==================== block 1
==> block_1/clk_routes.png <==
Bar = 20 um.
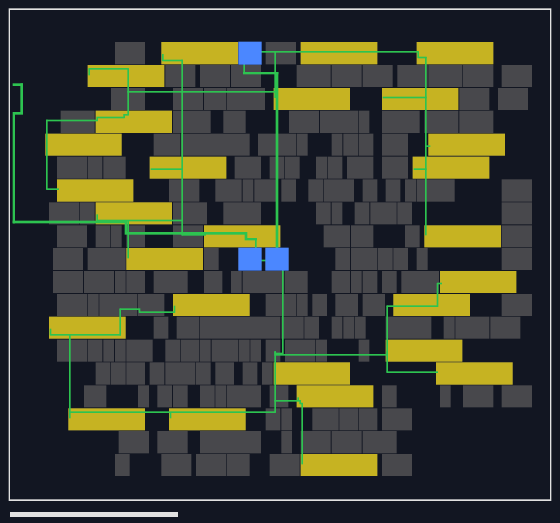

<file path="src/rtl/rom_burst_reader.sv">
// Burst sequencer for a combinational single-port ROM: walks consecutive addresses from a start
// point (wrapping modulo depth) and streams the words over a registered valid/ready output.
module rom_burst_reader #(
  parameter int ADDR_WIDTH = 3,
  parameter int DATA_WIDTH = 8,
  parameter int LEN_WIDTH  = ADDR_WIDTH + 1
) (
  input  logic                  clk,
  input  logic                  rst_n,
  input  logic                  start,
  input  logic [ADDR_WIDTH-1:0] start_addr,
  input  logic [LEN_WIDTH-1:0]  burst_len,
  output logic [ADDR_WIDTH-1:0] rom_addr,
  input  logic [DATA_WIDTH-1:0] rom_data,
  output logic                  out_valid,
  input  logic                  out_ready,
  output logic [DATA_WIDTH-1:0] out_data,
  output logic                  busy,
  output logic                  done,
  output logic [DATA_WIDTH-1:0] checksum,
  output logic [1:0]            dbg_state
);

  typedef enum logic [1:0] {
    S_IDLE = 2'd0,
    S_READ = 2'd1,
    S_DONE = 2'd2
  } state_t;

  state_t                state_q, state_d;
  logic [ADDR_WIDTH-1:0] addr_q, addr_d;
  logic [LEN_WIDTH-1:0]  rem_q, rem_d;
  logic                  valid_q, valid_d;
  logic [DATA_WIDTH-1:0] data_q, data_d;
  logic                  busy_q, busy_d;
  logic [DATA_WIDTH-1:0] ck_q, ck_d;
  logic                  load;
  logic                  hs;

  // Output handshake: a word transfers on any edge where out_valid and out_ready are both high.
  // out_valid never drops without a transfer, and out_data is stable while stalled.
  assign hs = valid_q & out_ready;

  always_comb begin
    state_d = state_q;
    addr_d  = addr_q;
    rem_d   = rem_q;
    valid_d = valid_q;
    data_d  = data_q;
    busy_d  = busy_q;
    ck_d    = ck_q;
    load    = 1'b0;
    case (state_q)
      S_IDLE: begin
        if (start) begin
          addr_d  = start_addr;
          rem_d   = burst_len;
          ck_d    = '0;
          busy_d  = 1'b1;
          state_d = (burst_len != '0) ? S_READ : S_DONE;
        end
      end
      S_READ: begin
        // Refill the output register when it is empty or being drained this edge.
        load = (rem_q != '0) && (!valid_q || out_ready);
        if (hs) begin
          ck_d = ck_q + data_q;
          if (!load) valid_d = 1'b0;
          if (rem_q == '0) state_d = S_DONE;
        end
        if (load) begin
          data_d  = rom_data;
          valid_d = 1'b1;
          addr_d  = addr_q + 1'b1;
          rem_d   = rem_q - 1'b1;
        end
      end
      S_DONE: begin
        busy_d  = 1'b0;
        state_d = S_IDLE;
      end
      default: begin
        state_d = S_IDLE;
      end
    endcase
  end

  always_ff @(posedge clk or negedge rst_n) begin
    if (!rst_n) begin
      state_q <= S_IDLE;
      addr_q  <= '0;
      rem_q   <= '0;
      valid_q <= 1'b0;
      data_q  <= '0;
      busy_q  <= 1'b0;
      ck_q    <= '0;
    end else begin
      state_q <= state_d;
      addr_q  <= addr_d;
      rem_q   <= rem_d;
      valid_q <= valid_d;
      data_q  <= data_d;
      busy_q  <= busy_d;
      ck_q    <= ck_d;
    end
  end

  assign rom_addr  = addr_q;
  assign out_valid = valid_q;
  assign out_data  = data_q;
  assign busy      = busy_q;
  assign done      = (state_q == S_DONE);
  assign checksum  = ck_q;
  assign dbg_state = state_q;

endmodule

</file>
<file path="config.mk">
export PLATFORM = sky130hd
export DESIGN_NAME = rom_burst_reader
export DESIGN_NICKNAME = d
export VERILOG_FILES = /design/src/rtl/rom_burst_reader.sv
export SDC_FILE = /design/constraint.sdc
export NUM_CORES = 1
export LEC_CHECK = 0
export CORE_ASPECT_RATIO = 0.9
export CORE_MARGIN = 2
export CORE_UTILIZATION = 48
export DETAILED_ROUTE_END_ITERATION = 12
export GPL_TIMING_DRIVEN = 0
export PLACE_DENSITY = 0.8
export SETUP_SLACK_MARGIN = 0.15
export SLEW_MARGIN = 15
export SYNTH_ARGS = -nofsm -noshare
export SYNTH_HDL_FRONTEND = slang
export SYNTH_SLANG_ARGS = --single-unit
</file>
<file path="constraint.sdc">
create_clock -name clk -period 2.1 [get_ports clk]
set_input_delay 0.21 -clock clk [delete_from_list [all_inputs] [get_ports clk]]
set_output_delay 0.21 -clock clk [all_outputs]
set_load 0.02 [all_outputs]
</file>
==================== block 2
--- src/rtl/multiexp_pnt_scl_feeder.sv ---
// Point/scalar source for multiexp_core: buffers NUM_IN {point, scalar} pairs loaded over a
// stream, then replays them KEY_BITS times (normal) or as a single beat (single-add mode).
module multiexp_pnt_scl_feeder #(
    parameter int unsigned FP_BITS  = 8,
    parameter int unsigned FE_BITS  = 8,
    parameter int unsigned KEY_BITS = 256,
    parameter int unsigned CTL_BITS = 8,
    parameter int unsigned NUM_IN   = 8
) (
    input  logic                        i_clk,
    input  logic                        i_rst,
    input  logic                        i_load_val,
    input  logic                        i_load_sop,
    input  logic [FP_BITS+FE_BITS-1:0]  i_load_dat,
    output logic                        o_load_rdy,
    output logic                        o_pnt_scl_val,
    output logic                        o_pnt_scl_sop,
    output logic                        o_pnt_scl_eop,
    output logic [CTL_BITS-1:0]         o_pnt_scl_ctl,
    output logic [FP_BITS+FE_BITS-1:0]  o_pnt_scl_dat,
    input  logic                        i_pnt_scl_rdy,
    input  logic                        i_start,
    input  logic                        i_mode,
    output logic                        o_loaded,
    output logic                        o_busy,
    output logic                        o_done
);
    localparam int unsigned W  = FP_BITS + FE_BITS;
    localparam int unsigned CW = (NUM_IN > 1) ? $clog2(NUM_IN) : 1;
    localparam int unsigned PW = (KEY_BITS > 1) ? $clog2(KEY_BITS) : 1;
    localparam logic [CW-1:0] LAST_IDX = CW'(NUM_IN - 1);
    localparam logic [PW-1:0] LAST_PASS = PW'(KEY_BITS - 1);

    typedef enum logic {ST_IDLE, ST_STREAM} state_t;

    state_t         state_q, state_d;
    logic [W-1:0]   mem_q [NUM_IN];
    logic           load_rdy_q, load_rdy_d;
    logic           loaded_q, loaded_d;
    logic           busy_q, busy_d;
    logic           done_q, done_d;
    logic           mode_q, mode_d;
    logic           iss_en_q, iss_en_d;
    logic [CW-1:0]  wr_cnt_q, wr_cnt_d;
    logic [CW-1:0]  rd_cnt_q, rd_cnt_d;
    logic [PW-1:0]  pass_cnt_q, pass_cnt_d;
    // s1 = prefetch/skid stage holding the synchronous memory read
    logic           s1_val_q, s1_val_d, s1_sop_q, s1_sop_d, s1_eop_q, s1_eop_d;
    logic           s1_last_q, s1_last_d, s1_mode_q, s1_mode_d;
    logic [W-1:0]   s1_dat_q;
    logic           out_val_q, out_val_d, out_sop_q, out_sop_d, out_eop_q, out_eop_d;
    logic           out_last_q, out_last_d, out_mode_q, out_mode_d;
    logic [W-1:0]   out_dat_q, out_dat_d;

    logic           ld_hs_c, start_acc_c, iss_c, iss_single_c, iss_last_c;
    logic           out_adv_c, hs_c, finish_c;
    logic [CW-1:0]  wr_addr_c, iss_addr_c;
    logic [PW-1:0]  iss_pass_c;

    // Next-state and datapath control
    always_comb begin
        state_d    = state_q;
        load_rdy_d = load_rdy_q;
        loaded_d   = loaded_q;
        busy_d     = busy_q;
        done_d     = 1'b0;
        mode_d     = mode_q;
        iss_en_d   = iss_en_q;
        wr_cnt_d   = wr_cnt_q;
        rd_cnt_d   = rd_cnt_q;
        pass_cnt_d = pass_cnt_q;
        s1_val_d   = s1_val_q;
        s1_sop_d   = s1_sop_q;
        s1_eop_d   = s1_eop_q;
        s1_last_d  = s1_last_q;
        s1_mode_d  = s1_mode_q;
        out_val_d  = out_val_q;
        out_sop_d  = out_sop_q;
        out_eop_d  = out_eop_q;
        out_last_d = out_last_q;
        out_mode_d = out_mode_q;
        out_dat_d  = out_dat_q;

        ld_hs_c     = (state_q == ST_IDLE) && load_rdy_q && i_load_val;
        wr_addr_c   = i_load_sop ? '0 : wr_cnt_q;
        start_acc_c = (state_q == ST_IDLE) && loaded_q && i_start && !ld_hs_c;

        if (ld_hs_c) begin
            if (wr_addr_c == LAST_IDX) begin
                loaded_d = 1'b1;
                wr_cnt_d = '0;
            end else begin
                wr_cnt_d = wr_addr_c + CW'(1);
                if (i_load_sop) loaded_d = 1'b0;
            end
        end

        out_adv_c = !out_val_q || i_pnt_scl_rdy;
        hs_c      = out_val_q && i_pnt_scl_rdy;
        finish_c  = hs_c && out_last_q;

        // The start cycle itself issues entry 0 so the first beat appears two cycles later
        iss_addr_c   = start_acc_c ? '0 : rd_cnt_q;
        iss_pass_c   = start_acc_c ? (i_mode ? '0 : LAST_PASS) : pass_cnt_q;
        iss_single_c = start_acc_c ? i_mode : mode_q;
        iss_last_c   = iss_single_c || ((iss_addr_c == LAST_IDX) && (iss_pass_c == '0));
        iss_c        = start_acc_c ||
                       ((state_q == ST_STREAM) && iss_en_q && (!s1_val_q || out_adv_c));

        if (out_adv_c) begin
            out_val_d = s1_val_q;
            if (s1_val_q) begin
                out_sop_d  = s1_sop_q;
                out_eop_d  = s1_eop_q;
                out_last_d = s1_last_q;
                out_mode_d = s1_mode_q;
                out_dat_d  = s1_dat_q;
            end
        end

        if (iss_c) begin
            s1_val_d   = 1'b1;
            s1_sop_d   = (iss_addr_c == '0);
            s1_eop_d   = (iss_addr_c == LAST_IDX);
            s1_last_d  = iss_last_c;
            s1_mode_d  = iss_single_c;
            iss_en_d   = !iss_last_c;
            rd_cnt_d   = (iss_addr_c == LAST_IDX) ? '0 : iss_addr_c + CW'(1);
            pass_cnt_d = (iss_addr_c == LAST_IDX) ? iss_pass_c - PW'(1) : iss_pass_c;
        end else if (out_adv_c) begin
            s1_val_d = 1'b0;
        end

        if (start_acc_c) begin
            mode_d  = i_mode;
            busy_d  = 1'b1;
            state_d = ST_STREAM;
        end
        if (finish_c) begin
            done_d = 1'b1;
            busy_d = 1'b0;
        end
        if ((state_q == ST_STREAM) && done_q) state_d = ST_IDLE;

        load_rdy_d = (state_d == ST_IDLE);
    end

    // Control and output registers
    always_ff @(posedge i_clk) begin
        if (i_rst) begin
            state_q    <= ST_IDLE;
            load_rdy_q <= 1'b0;
            loaded_q   <= 1'b0;
            busy_q     <= 1'b0;
            done_q     <= 1'b0;
            mode_q     <= 1'b0;
            iss_en_q   <= 1'b0;
            wr_cnt_q   <= '0;
            rd_cnt_q   <= '0;
            pass_cnt_q <= '0;
            s1_val_q   <= 1'b0;
            s1_sop_q   <= 1'b0;
            s1_eop_q   <= 1'b0;
            s1_last_q  <= 1'b0;
            s1_mode_q  <= 1'b0;
            out_val_q  <= 1'b0;
            out_sop_q  <= 1'b0;
            out_eop_q  <= 1'b0;
            out_last_q <= 1'b0;
            out_mode_q <= 1'b0;
            out_dat_q  <= '0;
        end else begin
            state_q    <= state_d;
            load_rdy_q <= load_rdy_d;
            loaded_q   <= loaded_d;
            busy_q     <= busy_d;
            done_q     <= done_d;
            mode_q     <= mode_d;
            iss_en_q   <= iss_en_d;
            wr_cnt_q   <= wr_cnt_d;
            rd_cnt_q   <= rd_cnt_d;
            pass_cnt_q <= pass_cnt_d;
            s1_val_q   <= s1_val_d;
            s1_sop_q   <= s1_sop_d;
            s1_eop_q   <= s1_eop_d;
            s1_last_q  <= s1_last_d;
            s1_mode_q  <= s1_mode_d;
            out_val_q  <= out_val_d;
            out_sop_q  <= out_sop_d;
            out_eop_q  <= out_eop_d;
            out_last_q <= out_last_d;
            out_mode_q <= out_mode_d;
            out_dat_q  <= out_dat_d;
        end
    end

    // Buffer storage with registered read port
    always_ff @(posedge i_clk) begin
        if (ld_hs_c) mem_q[wr_addr_c] <= i_load_dat;
        if (iss_c)   s1_dat_q <= mem_q[iss_addr_c];
    end

    assign o_load_rdy    = load_rdy_q;
    assign o_pnt_scl_val = out_val_q;
    assign o_pnt_scl_sop = out_sop_q;
    assign o_pnt_scl_eop = out_eop_q;
    assign o_pnt_scl_ctl = CTL_BITS'(out_mode_q);
    assign o_pnt_scl_dat = out_dat_q;
    assign o_loaded      = loaded_q;
    assign o_busy        = busy_q;
    assign o_done        = done_q;

endmodule

--- config.mk ---
export PLATFORM = sky130hd
export DESIGN_NAME = multiexp_pnt_scl_feeder
export DESIGN_NICKNAME = d
export VERILOG_FILES = /design/src/rtl/multiexp_pnt_scl_feeder.sv
export SDC_FILE = /design/constraint.sdc
export NUM_CORES = 1
export LEC_CHECK = 0
export CELL_PAD_IN_SITES_DETAIL_PLACEMENT = 0
export CELL_PAD_IN_SITES_GLOBAL_PLACEMENT = 1
export CORE_AREA = 5 5 125 150
export CTS_CLUSTER_DIAMETER = 150
export CTS_CLUSTER_SIZE = 24
export DETAILED_ROUTE_END_ITERATION = 12
export DIE_AREA = 0 0 130 155
export GPL_TIMING_DRIVEN = 0
export PLACE_DENSITY_LB_ADDON = 0.1
export SYNTH_ARGS = -nofsm -noshare
export SYNTH_HDL_FRONTEND = slang
export SYNTH_SLANG_ARGS = --single-unit
--- constraint.sdc ---
create_clock -name i_clk -period 3.7 [get_ports i_clk]
set_clock_uncertainty 0.1 [all_clocks]
set_input_delay 0.74 -clock i_clk [delete_from_list [all_inputs] [get_ports i_clk]]
set_output_delay 0.74 -clock i_clk [all_outputs]
set_load 0.005 [all_outputs]
==================== block 3
### config.mk
export PLATFORM = sky130hd
export DESIGN_NAME = sub_pipe_64bit_flat
export DESIGN_NICKNAME = d
export VERILOG_FILES = /design/src/rtl/sub_pipe_64bit_if.sv /design/src/rtl/sub_pipe_64bit.sv /design/src/flat_wrapper.sv
export SDC_FILE = /design/constraint.sdc
export NUM_CORES = 1
export LEC_CHECK = 0
export CORE_ASPECT_RATIO = 0.7
export CORE_MARGIN = 4
export CORE_UTILIZATION = 49
export CTS_CLUSTER_DIAMETER = 150
export CTS_CLUSTER_SIZE = 12
export DETAILED_ROUTE_END_ITERATION = 16
export GPL_TIMING_DRIVEN = 0
export PLACE_DENSITY_LB_ADDON = 0.12
export SYNTH_ARGS = -nofsm -noshare
export SYNTH_HDL_FRONTEND = slang
export SYNTH_SLANG_ARGS = --single-unit
### constraint.sdc
create_clock -name clk -period 5.4 [get_ports clk]
set_input_delay 1.35 -clock clk [delete_from_list [all_inputs] [get_ports clk]]
set_output_delay 1.35 -clock clk [all_outputs]
set_load 0.03 [all_outputs]
### src/rtl/sub_pipe_64bit_if.sv
// Operand/result bundle for the pipelined 64-bit subtractor.
// The master drives operands and the slave (the subtractor) returns results.
interface sub_pipe_64bit_if #(
    parameter int WIDTH = 64
);
    logic             i_en;
    logic [WIDTH-1:0] mina;
    logic [WIDTH-1:0] subb;
    logic [WIDTH-1:0] diff;
    logic             borrow;
    logic             ovf;
    logic             o_en;

    modport master (
        output i_en, mina, subb,
        input  diff, borrow, ovf, o_en
    );

    modport slave (
        input  i_en, mina, subb,
        output diff, borrow, ovf, o_en
    );
endinterface

### src/rtl/sub_pipe_64bit.sv
// Pipelined 64-bit subtractor: one 16-bit segment per stage, borrow rippling
// one stage per clock, results registered four clocks after capture.
module sub_pipe_64bit #(
    parameter int WIDTH = 64,
    parameter int SEG   = 16
) (
    input  logic            clk,
    input  logic            rst_n,
    sub_pipe_64bit_if.slave bus
);
    localparam int NSTG = WIDTH / SEG;

    // Per stage: partial difference, delayed operands, segment borrow, valid.
    logic [WIDTH-1:0] r_res [NSTG];
    logic [WIDTH-1:0] r_opa [NSTG];
    logic [WIDTH-1:0] r_opb [NSTG];
    logic [NSTG-1:0]  r_brw;
    logic [NSTG-1:0]  r_vld;
    logic [SEG:0]     w_seg [NSTG];

    logic [WIDTH-1:0] r_diff;
    logic             r_borrow;
    logic             r_ovf;
    logic             r_o_en;
    logic             w_ovf;

    // Bit SEG of the zero-extended difference is set exactly when a < b + bin.
    assign w_seg[0] = {1'b0, bus.mina[SEG-1:0]} - {1'b0, bus.subb[SEG-1:0]};

    generate
        for (genvar gi = 1; gi < NSTG; gi++) begin : g_seg
            assign w_seg[gi] = {1'b0, r_opa[gi-1][gi*SEG +: SEG]}
                             - {1'b0, r_opb[gi-1][gi*SEG +: SEG]}
                             - {{SEG{1'b0}}, r_brw[gi-1]};
        end
    endgenerate

    always_ff @(posedge clk or negedge rst_n) begin
        if (!rst_n) begin
            for (int k = 0; k < NSTG; k++) begin
                r_res[k] <= '0;
                r_opa[k] <= '0;
                r_opb[k] <= '0;
            end
            r_brw <= '0;
            r_vld <= '0;
        end else begin
            r_vld[0] <= bus.i_en;
            r_res[0] <= {{(WIDTH-SEG){1'b0}}, w_seg[0][SEG-1:0]};
            r_brw[0] <= w_seg[0][SEG];
            r_opa[0] <= bus.mina;
            r_opb[0] <= bus.subb;
            for (int k = 1; k < NSTG; k++) begin
                r_vld[k]                 <= r_vld[k-1];
                r_res[k]                 <= r_res[k-1];
                r_res[k][k*SEG +: SEG]   <= w_seg[k][SEG-1:0];
                r_brw[k]                 <= w_seg[k][SEG];
                r_opa[k]                 <= r_opa[k-1];
                r_opb[k]                 <= r_opb[k-1];
            end
        end
    end

    assign w_ovf = (r_opa[NSTG-1][WIDTH-1] != r_opb[NSTG-1][WIDTH-1])
                && (r_res[NSTG-1][WIDTH-1] != r_opa[NSTG-1][WIDTH-1]);

    // Results hold between valid operations so diff keeps the last answer.
    always_ff @(posedge clk or negedge rst_n) begin
        if (!rst_n) begin
            r_diff   <= '0;
            r_borrow <= 1'b0;
            r_ovf    <= 1'b0;
            r_o_en   <= 1'b0;
        end else begin
            r_o_en <= r_vld[NSTG-1];
            if (r_vld[NSTG-1]) begin
                r_diff   <= r_res[NSTG-1];
                r_borrow <= r_brw[NSTG-1];
                r_ovf    <= w_ovf;
            end
        end
    end

    assign bus.diff   = r_diff;
    assign bus.borrow = r_borrow;
    assign bus.ovf    = r_ovf;
    assign bus.o_en   = r_o_en;
endmodule

### src/flat_wrapper.sv
// flat-port wrapper written by rule: the top's interface ports become plain ports
module sub_pipe_64bit_flat 
#(
    parameter int WIDTH = 64,
    parameter int SEG   = 16
)
  (clk, rst_n, bus_i_en, bus_mina, bus_subb, bus_diff, bus_borrow, bus_ovf, bus_o_en);
  sub_pipe_64bit_if #(.WIDTH(WIDTH)) bus_i ();
  input  logic clk;
  input  logic rst_n;
  input wire logic [$bits(bus_i.i_en)-1:0] bus_i_en;
  input wire logic [$bits(bus_i.mina)-1:0] bus_mina;
  input wire logic [$bits(bus_i.subb)-1:0] bus_subb;
  output wire logic [$bits(bus_i.diff)-1:0] bus_diff;
  output wire logic [$bits(bus_i.borrow)-1:0] bus_borrow;
  output wire logic [$bits(bus_i.ovf)-1:0] bus_ovf;
  output wire logic [$bits(bus_i.o_en)-1:0] bus_o_en;
  assign bus_i.i_en = bus_i_en;
  assign bus_i.mina = bus_mina;
  assign bus_i.subb = bus_subb;
  assign bus_diff = bus_i.diff;
  assign bus_borrow = bus_i.borrow;
  assign bus_ovf = bus_i.ovf;
  assign bus_o_en = bus_i.o_en;
  sub_pipe_64bit #(.WIDTH(WIDTH), .SEG(SEG)) u_core (.clk(clk), .rst_n(rst_n), .bus(bus_i));
endmodule
==================== block 4
## src/rtl/fetch_sequencer_if.sv

```systemverilog
// Fetch sequencer bus: control inputs, memory read port, IR strobes and status.
interface fetch_sequencer_if #(
  parameter int unsigned ADDR_W = 4,
  parameter int unsigned DATA_W = 8
);

  localparam int unsigned SC_W = 3;

  // control / execute-stage side
  logic              start;
  logic [ADDR_W-1:0] pc_in;
  logic              halt;
  logic              exec_done;
  logic              branch_en;
  logic [ADDR_W-1:0] branch_addr;

  // program memory side
  logic [DATA_W-1:0] mem_data;
  logic [ADDR_W-1:0] mem_addr;
  logic              mem_rd;

  // instruction register side and status
  logic [DATA_W-1:0] ir_data;
  logic              T1;
  logic              T2;
  logic [ADDR_W-1:0] pc;
  logic [SC_W-1:0]   sc;
  logic              busy;
  logic              halted;

  // sequencer view
  modport master (
    input  start, pc_in, halt, exec_done, branch_en, branch_addr, mem_data,
    output mem_addr, mem_rd, ir_data, T1, T2, pc, sc, busy, halted
  );

  // environment view (memory, IR, execute stage, controller)
  modport slave (
    output start, pc_in, halt, exec_done, branch_en, branch_addr, mem_data,
    input  mem_addr, mem_rd, ir_data, T1, T2, pc, sc, busy, halted
  );

endinterface

```

## src/rtl/fetch_sequencer.sv

```systemverilog
// Instruction-fetch initiator: reads a word at PC, strobes T1/T2 into the IR,
// then waits for the execute stage before the next fetch. Owns the PC.
module fetch_sequencer #(
  parameter int unsigned ADDR_W = 4,
  parameter int unsigned DATA_W = 8
) (
  input  logic                clk,
  input  logic                rst,
  fetch_sequencer_if.master   bus
);

  localparam int unsigned SC_W = 3;

  typedef enum logic [SC_W-1:0] {
    S_IDLE  = 3'd0,
    S_ADDR  = 3'd1,
    S_READ  = 3'd2,
    S_SETUP = 3'd3,
    S_T1    = 3'd4,
    S_T2    = 3'd5,
    S_EXEC  = 3'd6
  } state_t;

  state_t            r_state;
  state_t            w_state_nxt;

  logic [ADDR_W-1:0] r_pc;
  logic [ADDR_W-1:0] w_pc_nxt;
  logic [ADDR_W-1:0] r_mem_addr;
  logic              r_mem_rd;
  logic [DATA_W-1:0] r_ir_data;
  logic [DATA_W-1:0] w_ir_data_nxt;
  logic              r_t1;
  logic              r_t2;
  logic [SC_W-1:0]   r_sc;
  logic              r_busy;
  logic              r_halted;
  logic              w_halted_nxt;
  logic              r_halt_req;
  logic              w_halt_req_nxt;

  // State register
  always_ff @(posedge clk or posedge rst) begin
    if (rst) begin
      r_state <= S_IDLE;
    end else begin
      r_state <= w_state_nxt;
    end
  end

  // Next-state, PC, IR and halt bookkeeping
  always_comb begin
    w_state_nxt    = r_state;
    w_pc_nxt       = r_pc;
    w_ir_data_nxt  = r_ir_data;
    w_halted_nxt   = r_halted;
    // halt is a level request that sticks until we actually stop
    w_halt_req_nxt = r_halt_req | (bus.halt & (r_state != S_IDLE));

    unique case (r_state)
      S_IDLE: begin
        if (bus.start && !bus.halt) begin
          w_pc_nxt     = bus.pc_in;
          w_halted_nxt = 1'b0;
          w_state_nxt  = S_ADDR;
        end
      end
      S_ADDR: begin
        w_state_nxt = S_READ;
      end
      S_READ: begin
        w_ir_data_nxt = bus.mem_data;
        w_pc_nxt      = r_pc + ADDR_W'(1);
        w_state_nxt   = S_SETUP;
      end
      S_SETUP: begin
        w_state_nxt = S_T1;
      end
      S_T1: begin
        w_state_nxt = S_T2;
      end
      S_T2: begin
        w_state_nxt = S_EXEC;
      end
      S_EXEC: begin
        if (bus.exec_done) begin
          if (bus.branch_en) begin
            w_pc_nxt = bus.branch_addr;
          end
          if (r_halt_req) begin
            w_state_nxt    = S_IDLE;
            w_halted_nxt   = 1'b1;
            w_halt_req_nxt = 1'b0;
          end else begin
            w_state_nxt = S_ADDR;
          end
        end
      end
      default: begin
        w_state_nxt    = S_IDLE;
        w_halt_req_nxt = 1'b0;
      end
    endcase
  end

  // Registered outputs, decoded from the state being entered
  always_ff @(posedge clk or posedge rst) begin
    if (rst) begin
      r_pc       <= '0;
      r_mem_addr <= '0;
      r_mem_rd   <= 1'b0;
      r_ir_data  <= '0;
      r_t1       <= 1'b0;
      r_t2       <= 1'b0;
      r_sc       <= '0;
      r_busy     <= 1'b0;
      r_halted   <= 1'b0;
      r_halt_req <= 1'b0;
    end else begin
      r_pc       <= w_pc_nxt;
      r_mem_addr <= w_pc_nxt;
      r_mem_rd   <= (w_state_nxt == S_ADDR);
      r_ir_data  <= w_ir_data_nxt;
      r_t1       <= (w_state_nxt == S_T1);
      r_t2       <= (w_state_nxt == S_T2);
      r_sc       <= SC_W'(w_state_nxt);
      r_busy     <= (w_state_nxt != S_IDLE);
      r_halted   <= w_halted_nxt;
      r_halt_req <= w_halt_req_nxt;
    end
  end

  assign bus.pc       = r_pc;
  assign bus.mem_addr = r_mem_addr;
  assign bus.mem_rd   = r_mem_rd;
  assign bus.ir_data  = r_ir_data;
  assign bus.T1       = r_t1;
  assign bus.T2       = r_t2;
  assign bus.sc       = r_sc;
  assign bus.busy     = r_busy;
  assign bus.halted   = r_halted;

endmodule
```

## src/flat_wrapper.sv

```systemverilog
// flat-port wrapper written by rule: the top's interface ports become plain ports
module fetch_sequencer_flat 
#(
  parameter int unsigned ADDR_W = 4,
  parameter int unsigned DATA_W = 8
)
  (clk, rst, bus_start, bus_pc_in, bus_halt, bus_exec_done, bus_branch_en, bus_branch_addr, bus_mem_data, bus_mem_addr, bus_mem_rd, bus_ir_data, bus_T1, bus_T2, bus_pc, bus_sc, bus_busy, bus_halted);
  fetch_sequencer_if #(.ADDR_W(ADDR_W), .DATA_W(DATA_W)) bus_i ();
  input  logic clk;
  input  logic rst;
  input wire logic [$bits(bus_i.start)-1:0] bus_start;
  input wire logic [$bits(bus_i.pc_in)-1:0] bus_pc_in;
  input wire logic [$bits(bus_i.halt)-1:0] bus_halt;
  input wire logic [$bits(bus_i.exec_done)-1:0] bus_exec_done;
  input wire logic [$bits(bus_i.branch_en)-1:0] bus_branch_en;
  input wire logic [$bits(bus_i.branch_addr)-1:0] bus_branch_addr;
  input wire logic [$bits(bus_i.mem_data)-1:0] bus_mem_data;
  output wire logic [$bits(bus_i.mem_addr)-1:0] bus_mem_addr;
  output wire logic [$bits(bus_i.mem_rd)-1:0] bus_mem_rd;
  output wire logic [$bits(bus_i.ir_data)-1:0] bus_ir_data;
  output wire logic [$bits(bus_i.T1)-1:0] bus_T1;
  output wire logic [$bits(bus_i.T2)-1:0] bus_T2;
  output wire logic [$bits(bus_i.pc)-1:0] bus_pc;
  output wire logic [$bits(bus_i.sc)-1:0] bus_sc;
  output wire logic [$bits(bus_i.busy)-1:0] bus_busy;
  output wire logic [$bits(bus_i.halted)-1:0] bus_halted;
  assign bus_i.start = bus_start;
  assign bus_i.pc_in = bus_pc_in;
  assign bus_i.halt = bus_halt;
  assign bus_i.exec_done = bus_exec_done;
  assign bus_i.branch_en = bus_branch_en;
  assign bus_i.branch_addr = bus_branch_addr;
  assign bus_i.mem_data = bus_mem_data;
  assign bus_mem_addr = bus_i.mem_addr;
  assign bus_mem_rd = bus_i.mem_rd;
  assign bus_ir_data = bus_i.ir_data;
  assign bus_T1 = bus_i.T1;
  assign bus_T2 = bus_i.T2;
  assign bus_pc = bus_i.pc;
  assign bus_sc = bus_i.sc;
  assign bus_busy = bus_i.busy;
  assign bus_halted = bus_i.halted;
  fetch_sequencer #(.ADDR_W(ADDR_W), .DATA_W(DATA_W)) u_core (.clk(clk), .rst(rst), .bus(bus_i));
endmodule
```

## config.mk

```make
export PLATFORM = sky130hd
export DESIGN_NAME = fetch_sequencer_flat
export DESIGN_NICKNAME = d
export VERILOG_FILES = /design/src/rtl/fetch_sequencer_if.sv /design/src/rtl/fetch_sequencer.sv /design/src/flat_wrapper.sv
export SDC_FILE = /design/constraint.sdc
export NUM_CORES = 1
export LEC_CHECK = 0
export CAP_MARGIN = 20
export CORE_MARGIN = 8
export CORE_UTILIZATION = 40
export DETAILED_ROUTE_END_ITERATION = 7
export GPL_ROUTABILITY_DRIVEN = 0
export GPL_TIMING_DRIVEN = 0
export PLACE_DENSITY_LB_ADDON = 0.15
export SYNTH_ARGS = -nofsm -noshare
export SYNTH_HDL_FRONTEND = slang
export SYNTH_SLANG_ARGS = --single-unit
export TNS_END_PERCENT = 20
```

## constraint.sdc

```tcl
create_clock -name clk -period 2.3 [get_ports clk]
set_input_delay 0.46 -clock clk [delete_from_list [all_inputs] [get_ports clk]]
set_output_delay 0.46 -clock clk [all_outputs]
set_load 0.03 [all_outputs]
```

==> block_2/wires.png <==
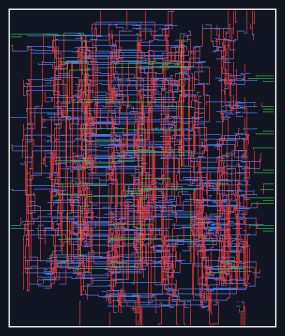
metal 3: in green, wire length 867 um. metal 1: in blue, wire length 8440 um. metal 2: in red, wire length 10100 um. metal 4: in orange, wire length 309 um.
total number of vias: 5313
All-Layer GR Usage: 20.2%

==> GITHUB_STEP_SUMMARY, block 2 <==
### Flow metrics

| Metric | Value |
|---|---|
| Total sequential power | `2.32 mW` |
| Critical Path End | `pass_cnt_q[5]` |
| Top cells excl fill/tap | `edfxtp_1 (144), a21oi_1 (62), nand2_1 (52)` |
| CP max stage cell | `clkdlybuf4s50_1` |
| Worst Setup SP | `i_load_val` |
| First-pass GRT wire length | `30.2 mm` |
| Power, Total | `4.17 mW` |
| Status | `finished, final reports clean` |
| Placer Congestion | `0.848` |
| Arr. time, crit path | `3740 ps` |
| Max reg flops | `128` |
| Reg2Reg Setup Slack | `530 ps` |
| Most common logic cell in the routed design | `edfxtp_1` |
| Largest net degree at the start of global routing | `18` |
| Number of I/O pins | `54` |
| CTS Buf Count | `17` |
| Largest logic family | `AND-OR/OR-AND gates` |
| GRT met2 Usage | `35.1%` |
| Wire length on met1 | `8.44 mm` |
| Post-synthesis cell area | `8030 um2` |
| Met1 usage | `26.0%` |
| Worst reg2reg startpoint | `state_q` |
| Post-CTS Resized | `8` |
==> block 2: synth_stat cells, drive strengths merged (3+ instances only) <==
cell type	number	share of area, %
dfxtp	47	12
o32ai	32	3.5
nor3	8	0.50
or2	18	1.4
o21ai	25	1.6
nor4	3	0.23
nand3	7	0.44
nor2	11	0.51
ha	7	1.1
nand2	53	2.5
a21oi	62	3.9
mux2i	36	4.5
inv	8	0.37
buf	15	1.2
or4	4	0.42
nor2b	33	2.6
xnor2	4	0.44
edfxtp	144	54
nand2b	8	0.62
mux2	16	2.2
a211oi	20	1.9
clkbuf	35	1.6
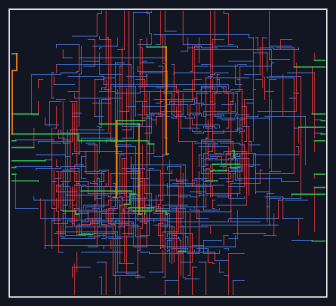
(block_1/wires.png)
metal 2: in red, wire length 2000 um. metal 1: in blue, wire length 1620 um. metal 3: in green, wire length 157 um. metal 4: in orange, wire length 73.0 um.

==> block_1/logic_types.png <==
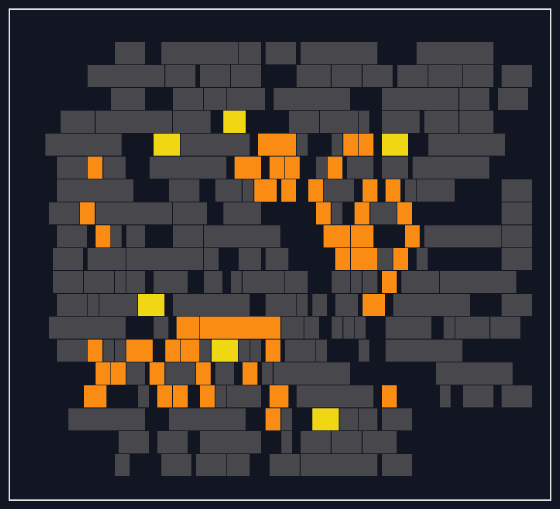
non-inverting ao/oa cells: in yellow, cells 6. aoi and oai cells: in orange, cells 45.

About block_1/clk_routes.png:
flip-flops: in yellow, count 27. clock wires: in green, length 352 um. clock drivers: in blue, count 3.
There are 4 routed clock nets. Position of the flops: widely spread.

==> GITHUB_STEP_SUMMARY, block 1 <==
### Flow metrics

| Metric | Value |
|---|---|
| Status | `finished, final reports clean` |
| Most common cell in the netlist | `dfrtp_1` |
| Largest cell class by area | `logic gates` |
| CTS Buf Count | `3` |
| Max-area cell share | `43.2%` |
| Slew @ Worst Pin | `603 ps` |
| Sink Count | `27` |
| Total sequential power | `1.02 mW` |
| Worst Setup SP | `dbg_state[0]` |
| Post-route ant nets | `0` |
| Placer Congestion | `0.787` |
| Kind of critical path | `reg2out` |
| RSZ-0062 raised after global routing | `yes` |
| Yosys adder share | `8.47%` |
| XOR Share, Synth | `2.24%` |
| Power density cells | `1830 nW/um2` |
| Hold Slack | `393 ps` |
## block 1: flip-flops by register name (all words and copies together), names as in the netlist
name,count
checksum,8
out_data,8
rem_q,4
rom_addr,3
dbg_state,2
busy,1
out_valid,1
## block 1: metrics by stage
step | instance area (um2) | total power, mW | utilization [%] | instances
finish | 2130 | 3.89 | 68.8 | 248
CTS | 2100 | 3.82 | 68.1 | 248
global placement | 2040 | 3.35 | 66.0 | 241
detailed placement | 2030 | 3.49 | 65.8 | 241
global route | 2130 | 4.18 | 68.8 | 248
floorplan | 1570 | 2.65 | - | 157
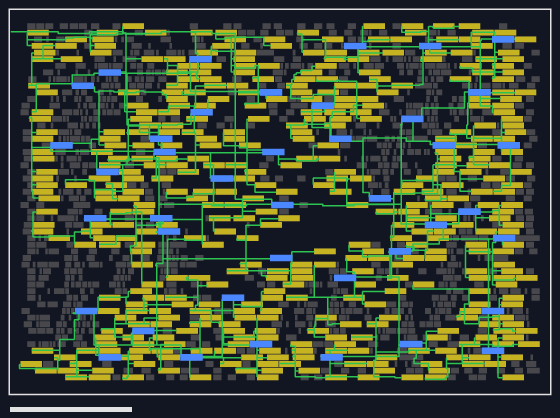
(block_3/clk_routes.png)
Bar = 50 um.
flip-flops: in yellow, count 429. clock drivers: in blue, count 41. clock wires: in green, length 4820 um.
Position of the flops: widely spread. There are 42 routed clock nets.

==> GITHUB_STEP_SUMMARY, block 3 <==
### Flow metrics

| Metric | Value |
|---|---|
| Post-synth area hogs | `dfrtp_1 (69%), ha_1 (8.5%), mux2_2 (4.2%)` |
| Residual DRC | `0` |
| Tapcell Cnt | `420` |
| OpenROAD warning count | `35` |
| Synth flops | `429` |
| Reg2Reg Depth | `9` |
| Largest Pwr Group | `sequential cells` |
| Final Max Slew Viols | `0` |
| Max reg flops | `160` |
| Post-CTS Repair Setup Buffers | `0` |
| Net Sw Power | `2.20 mW` |
| Yosys adder share | `9.37%` |
| Leakage | `9.00 nW` |
| Hold Path Stages | `0` |
| Status | `finished, final reports clean` |
| CTS Root Cell | `clkbuf_16` |
| Area fraction in mux cells | `4.68%` |
| Hold Buf Count CTS | `0` |
| Vias per std cell | `4.83` |
| Yosys stat cell total | `1097` |
| Slew @ Worst Pin | `783 ps` |
| Chip Height | `158 um` |
| Largest logic family | `adder cells` |
| Synth Instances | `1097` |
| Comb pwr share | `20.8%` |
| Crit path required time | `5810 ps` |
| Number of diodes | `0` |
| FF+latch count | `429` |
| Number of flops mapped to enable cells by yosys | `0` |
| Clock Skews | `11.2 ps` |
| Antenna violations before repair | `2` |
| Pre-Repair DR Iteration Count | `4` |
| Total number of vias | `8515` |
| Worst reg2reg startpoint | `u_core.r_brw[0]` |
| Placed cell count | `1717` |
| Total wire length | `26.3 mm` |
## block 3: layer usage
layer | routed length, um | share of wire (%) | global-route usage [%] | up-vias
li1 | - | - | - | 4106
met1 | 11900 | 45 | 21.1 | 4195
met2 | 12100 | 46 | 24.3 | 172
met3 | 1790 | 6.8 | 5.33 | 38
met4 | 456 | 1.7 | 3.93 | 4
met5 | 26 | 0.099 | 0 | -
## block 3: worst max-delay path: stages
cell and delay [ps]:
clkdlybuf4s50_1 500, inv_1 50, ha_1 200, fa_1 410
nor2b_1 180, o31ai_1 130, a31oi_1 390, a21o_1 260
a221o_1 180, a21oi_1 70
==> block_4/clk_routes.png <==
Bar = 20 um.
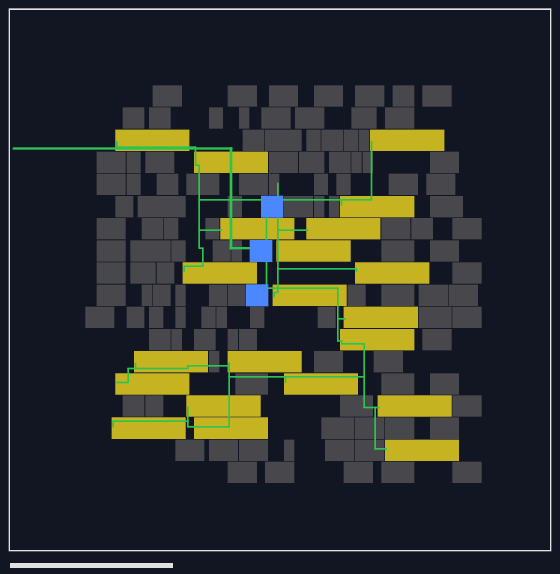
clock drivers: in blue, count 3. clock wires: in green, length 240 um. flip-flops: in yellow, count 21.
There are 4 routed clock nets.
Clock Power Share: 7.5%
Power Clock: 0.175 mW
Clock Skews: 3.33 ps

==> block_4/wires.png <==
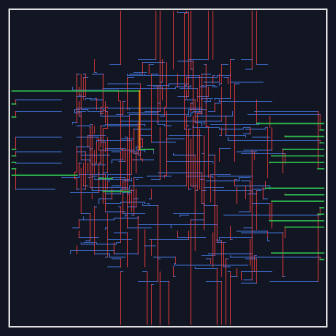
metal 2: in red, wire length 1240 um. metal 3: in green, wire length 175 um. metal 4: in orange, wire length 12.2 um. metal 1: in blue, wire length 1060 um.

==> GITHUB_STEP_SUMMARY, block 4 <==
### Flow metrics

| Metric | Value |
|---|---|
| Status | `finished, final reports clean` |
| Post-synth area hogs | `dfrtp_1 (52%), mux2_2 (10%), buf_4 (3.0%)` |
| Number of hold violations in the final report | `0` |
| OpenROAD warning count | `26` |
| Worst reg2reg startpoint | `u_core.r_state[0]` |
| Final Max Slew Viols | `0` |
| Worst path bufs/invs | `2` |
| Area post-placement | `1500 um2` |
| FP Rows | `18` |
| Util after Layout | `62.8%` |
| DIE WIDTH | `66.3 um` |
| Total wire length | `2.48 mm` |
| Net Sw Power | `1.03 mW` |
| Reg2Reg Setup Slack | `610 ps` |
| Largest net degree at the start of global routing | `22` |
| Power, Total | `2.33 mW` |
| Setup crit start kind | `flop` |
| CTS Root Cell | `clkbuf_4` |
| Yosys adder share | `1.24%` |
| DP HPWL | `1.99 mm` |
| Switching Share | `44.3%` |
| Top cells by count | `dfrtp_1 (21), mux2_2 (9), nand2_1 (6)` |
| Max Cap Viol | `0` |
| Number of I/O pins | `46` |
| Final period utilization | `86.6%` |
| Worst Setup SP | `u_core.bus.pc[0]` |
| Detailed Route Iter0 Violations | `10` |
| Post-CTS Resized | `0` |
| First-pass GRT wire length | `4.03 mm` |
| Hold Path Stages | `1` |
| Setup tns final | `0 ps` |
| Largest logic family | `simple AND/OR/NAND/NOR gates` |
| CTS tree | `done` |
| Number of diodes | `0` |
| Ys flop type | `dfrtp_1` |
| Routed WL per cell | `14.6 um` |
| RSZ-0062 raised after global routing | `no` |
| Synth warnings | `0` |
| Pre-Repair DR Iteration Count | `4` |
| Chip Height | `66.3 um` |
| Power density cells | `1530 nW/um2` |
| Placed cell count | `166` |
| Most common logic cell in the routed design | `clkdlybuf4s50_1` |
-- block 4: area by class of cell --
cell class | instances | area (um2) | area share, %
sequential | 21 | 526 | 34.4
multi-input combinational | 59 | 420 | 27.5
clock buffer | 4 | 26.3 | 1.72
tap | 30 | 37.5 | 2.46
buffer | 8 | 55.1 | 3.61
timing repair buffer | 45 | 450 | 29.5
inverter | 3 | 11.3 | 0.738
-- block 4: power by group through the flow --
stage	sequential, mW	clock (mW)	combinational, mW
finish	0.667	0.175	1.49
detailed placement	0.677	0	1.51
floorplan	0.981	0	0.635
global placement	0.666	0	1.47
CTS	0.669	0.177	1.51
global route	0.695	0.198	1.59


==> gallery <==
I/O nets highlighted.
shot_01.png
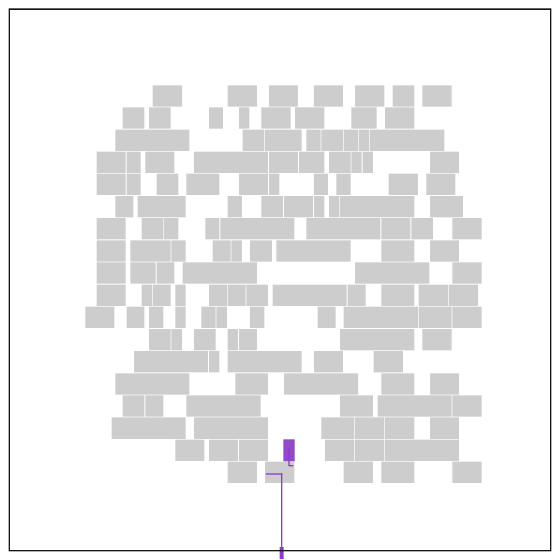
shot_02.png
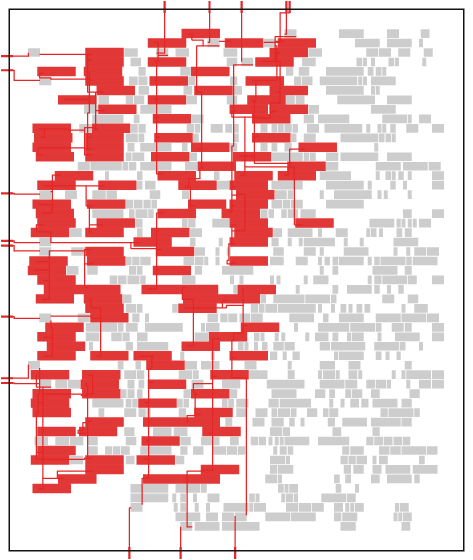
shot_03.png
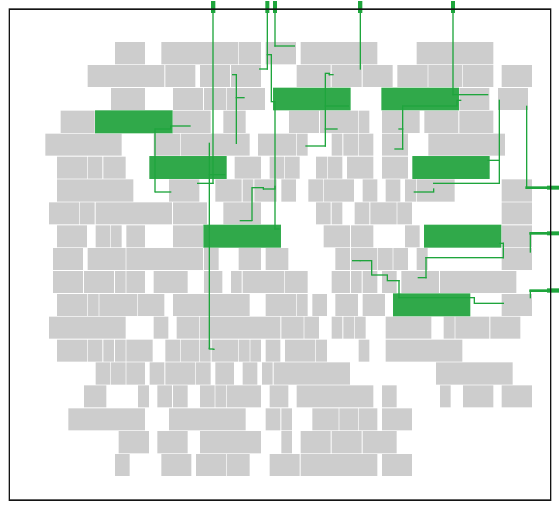
shot_04.png
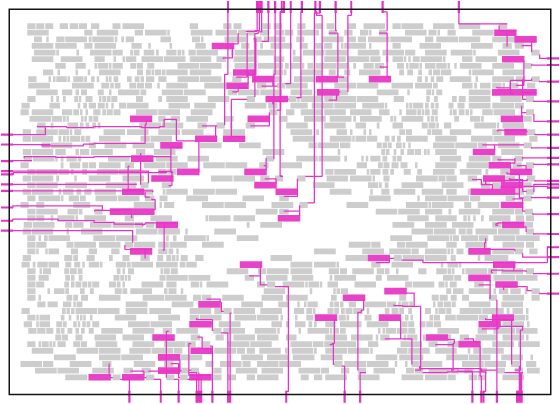
Block 3 is shot_04.png.
Block 4 is shot_01.png.
Block 1 is shot_03.png.
Block 2 is shot_02.png.
The one with the most cells is shot_04.png.
The one with the fewest cells is shot_01.png.

Key to shot_04.png:
bus_diff: in magenta, bits 64, direction output, end cells 64, buffers 64, wire 2890 um.

No activity file was given, so power comes from the tool's default toggle rates.
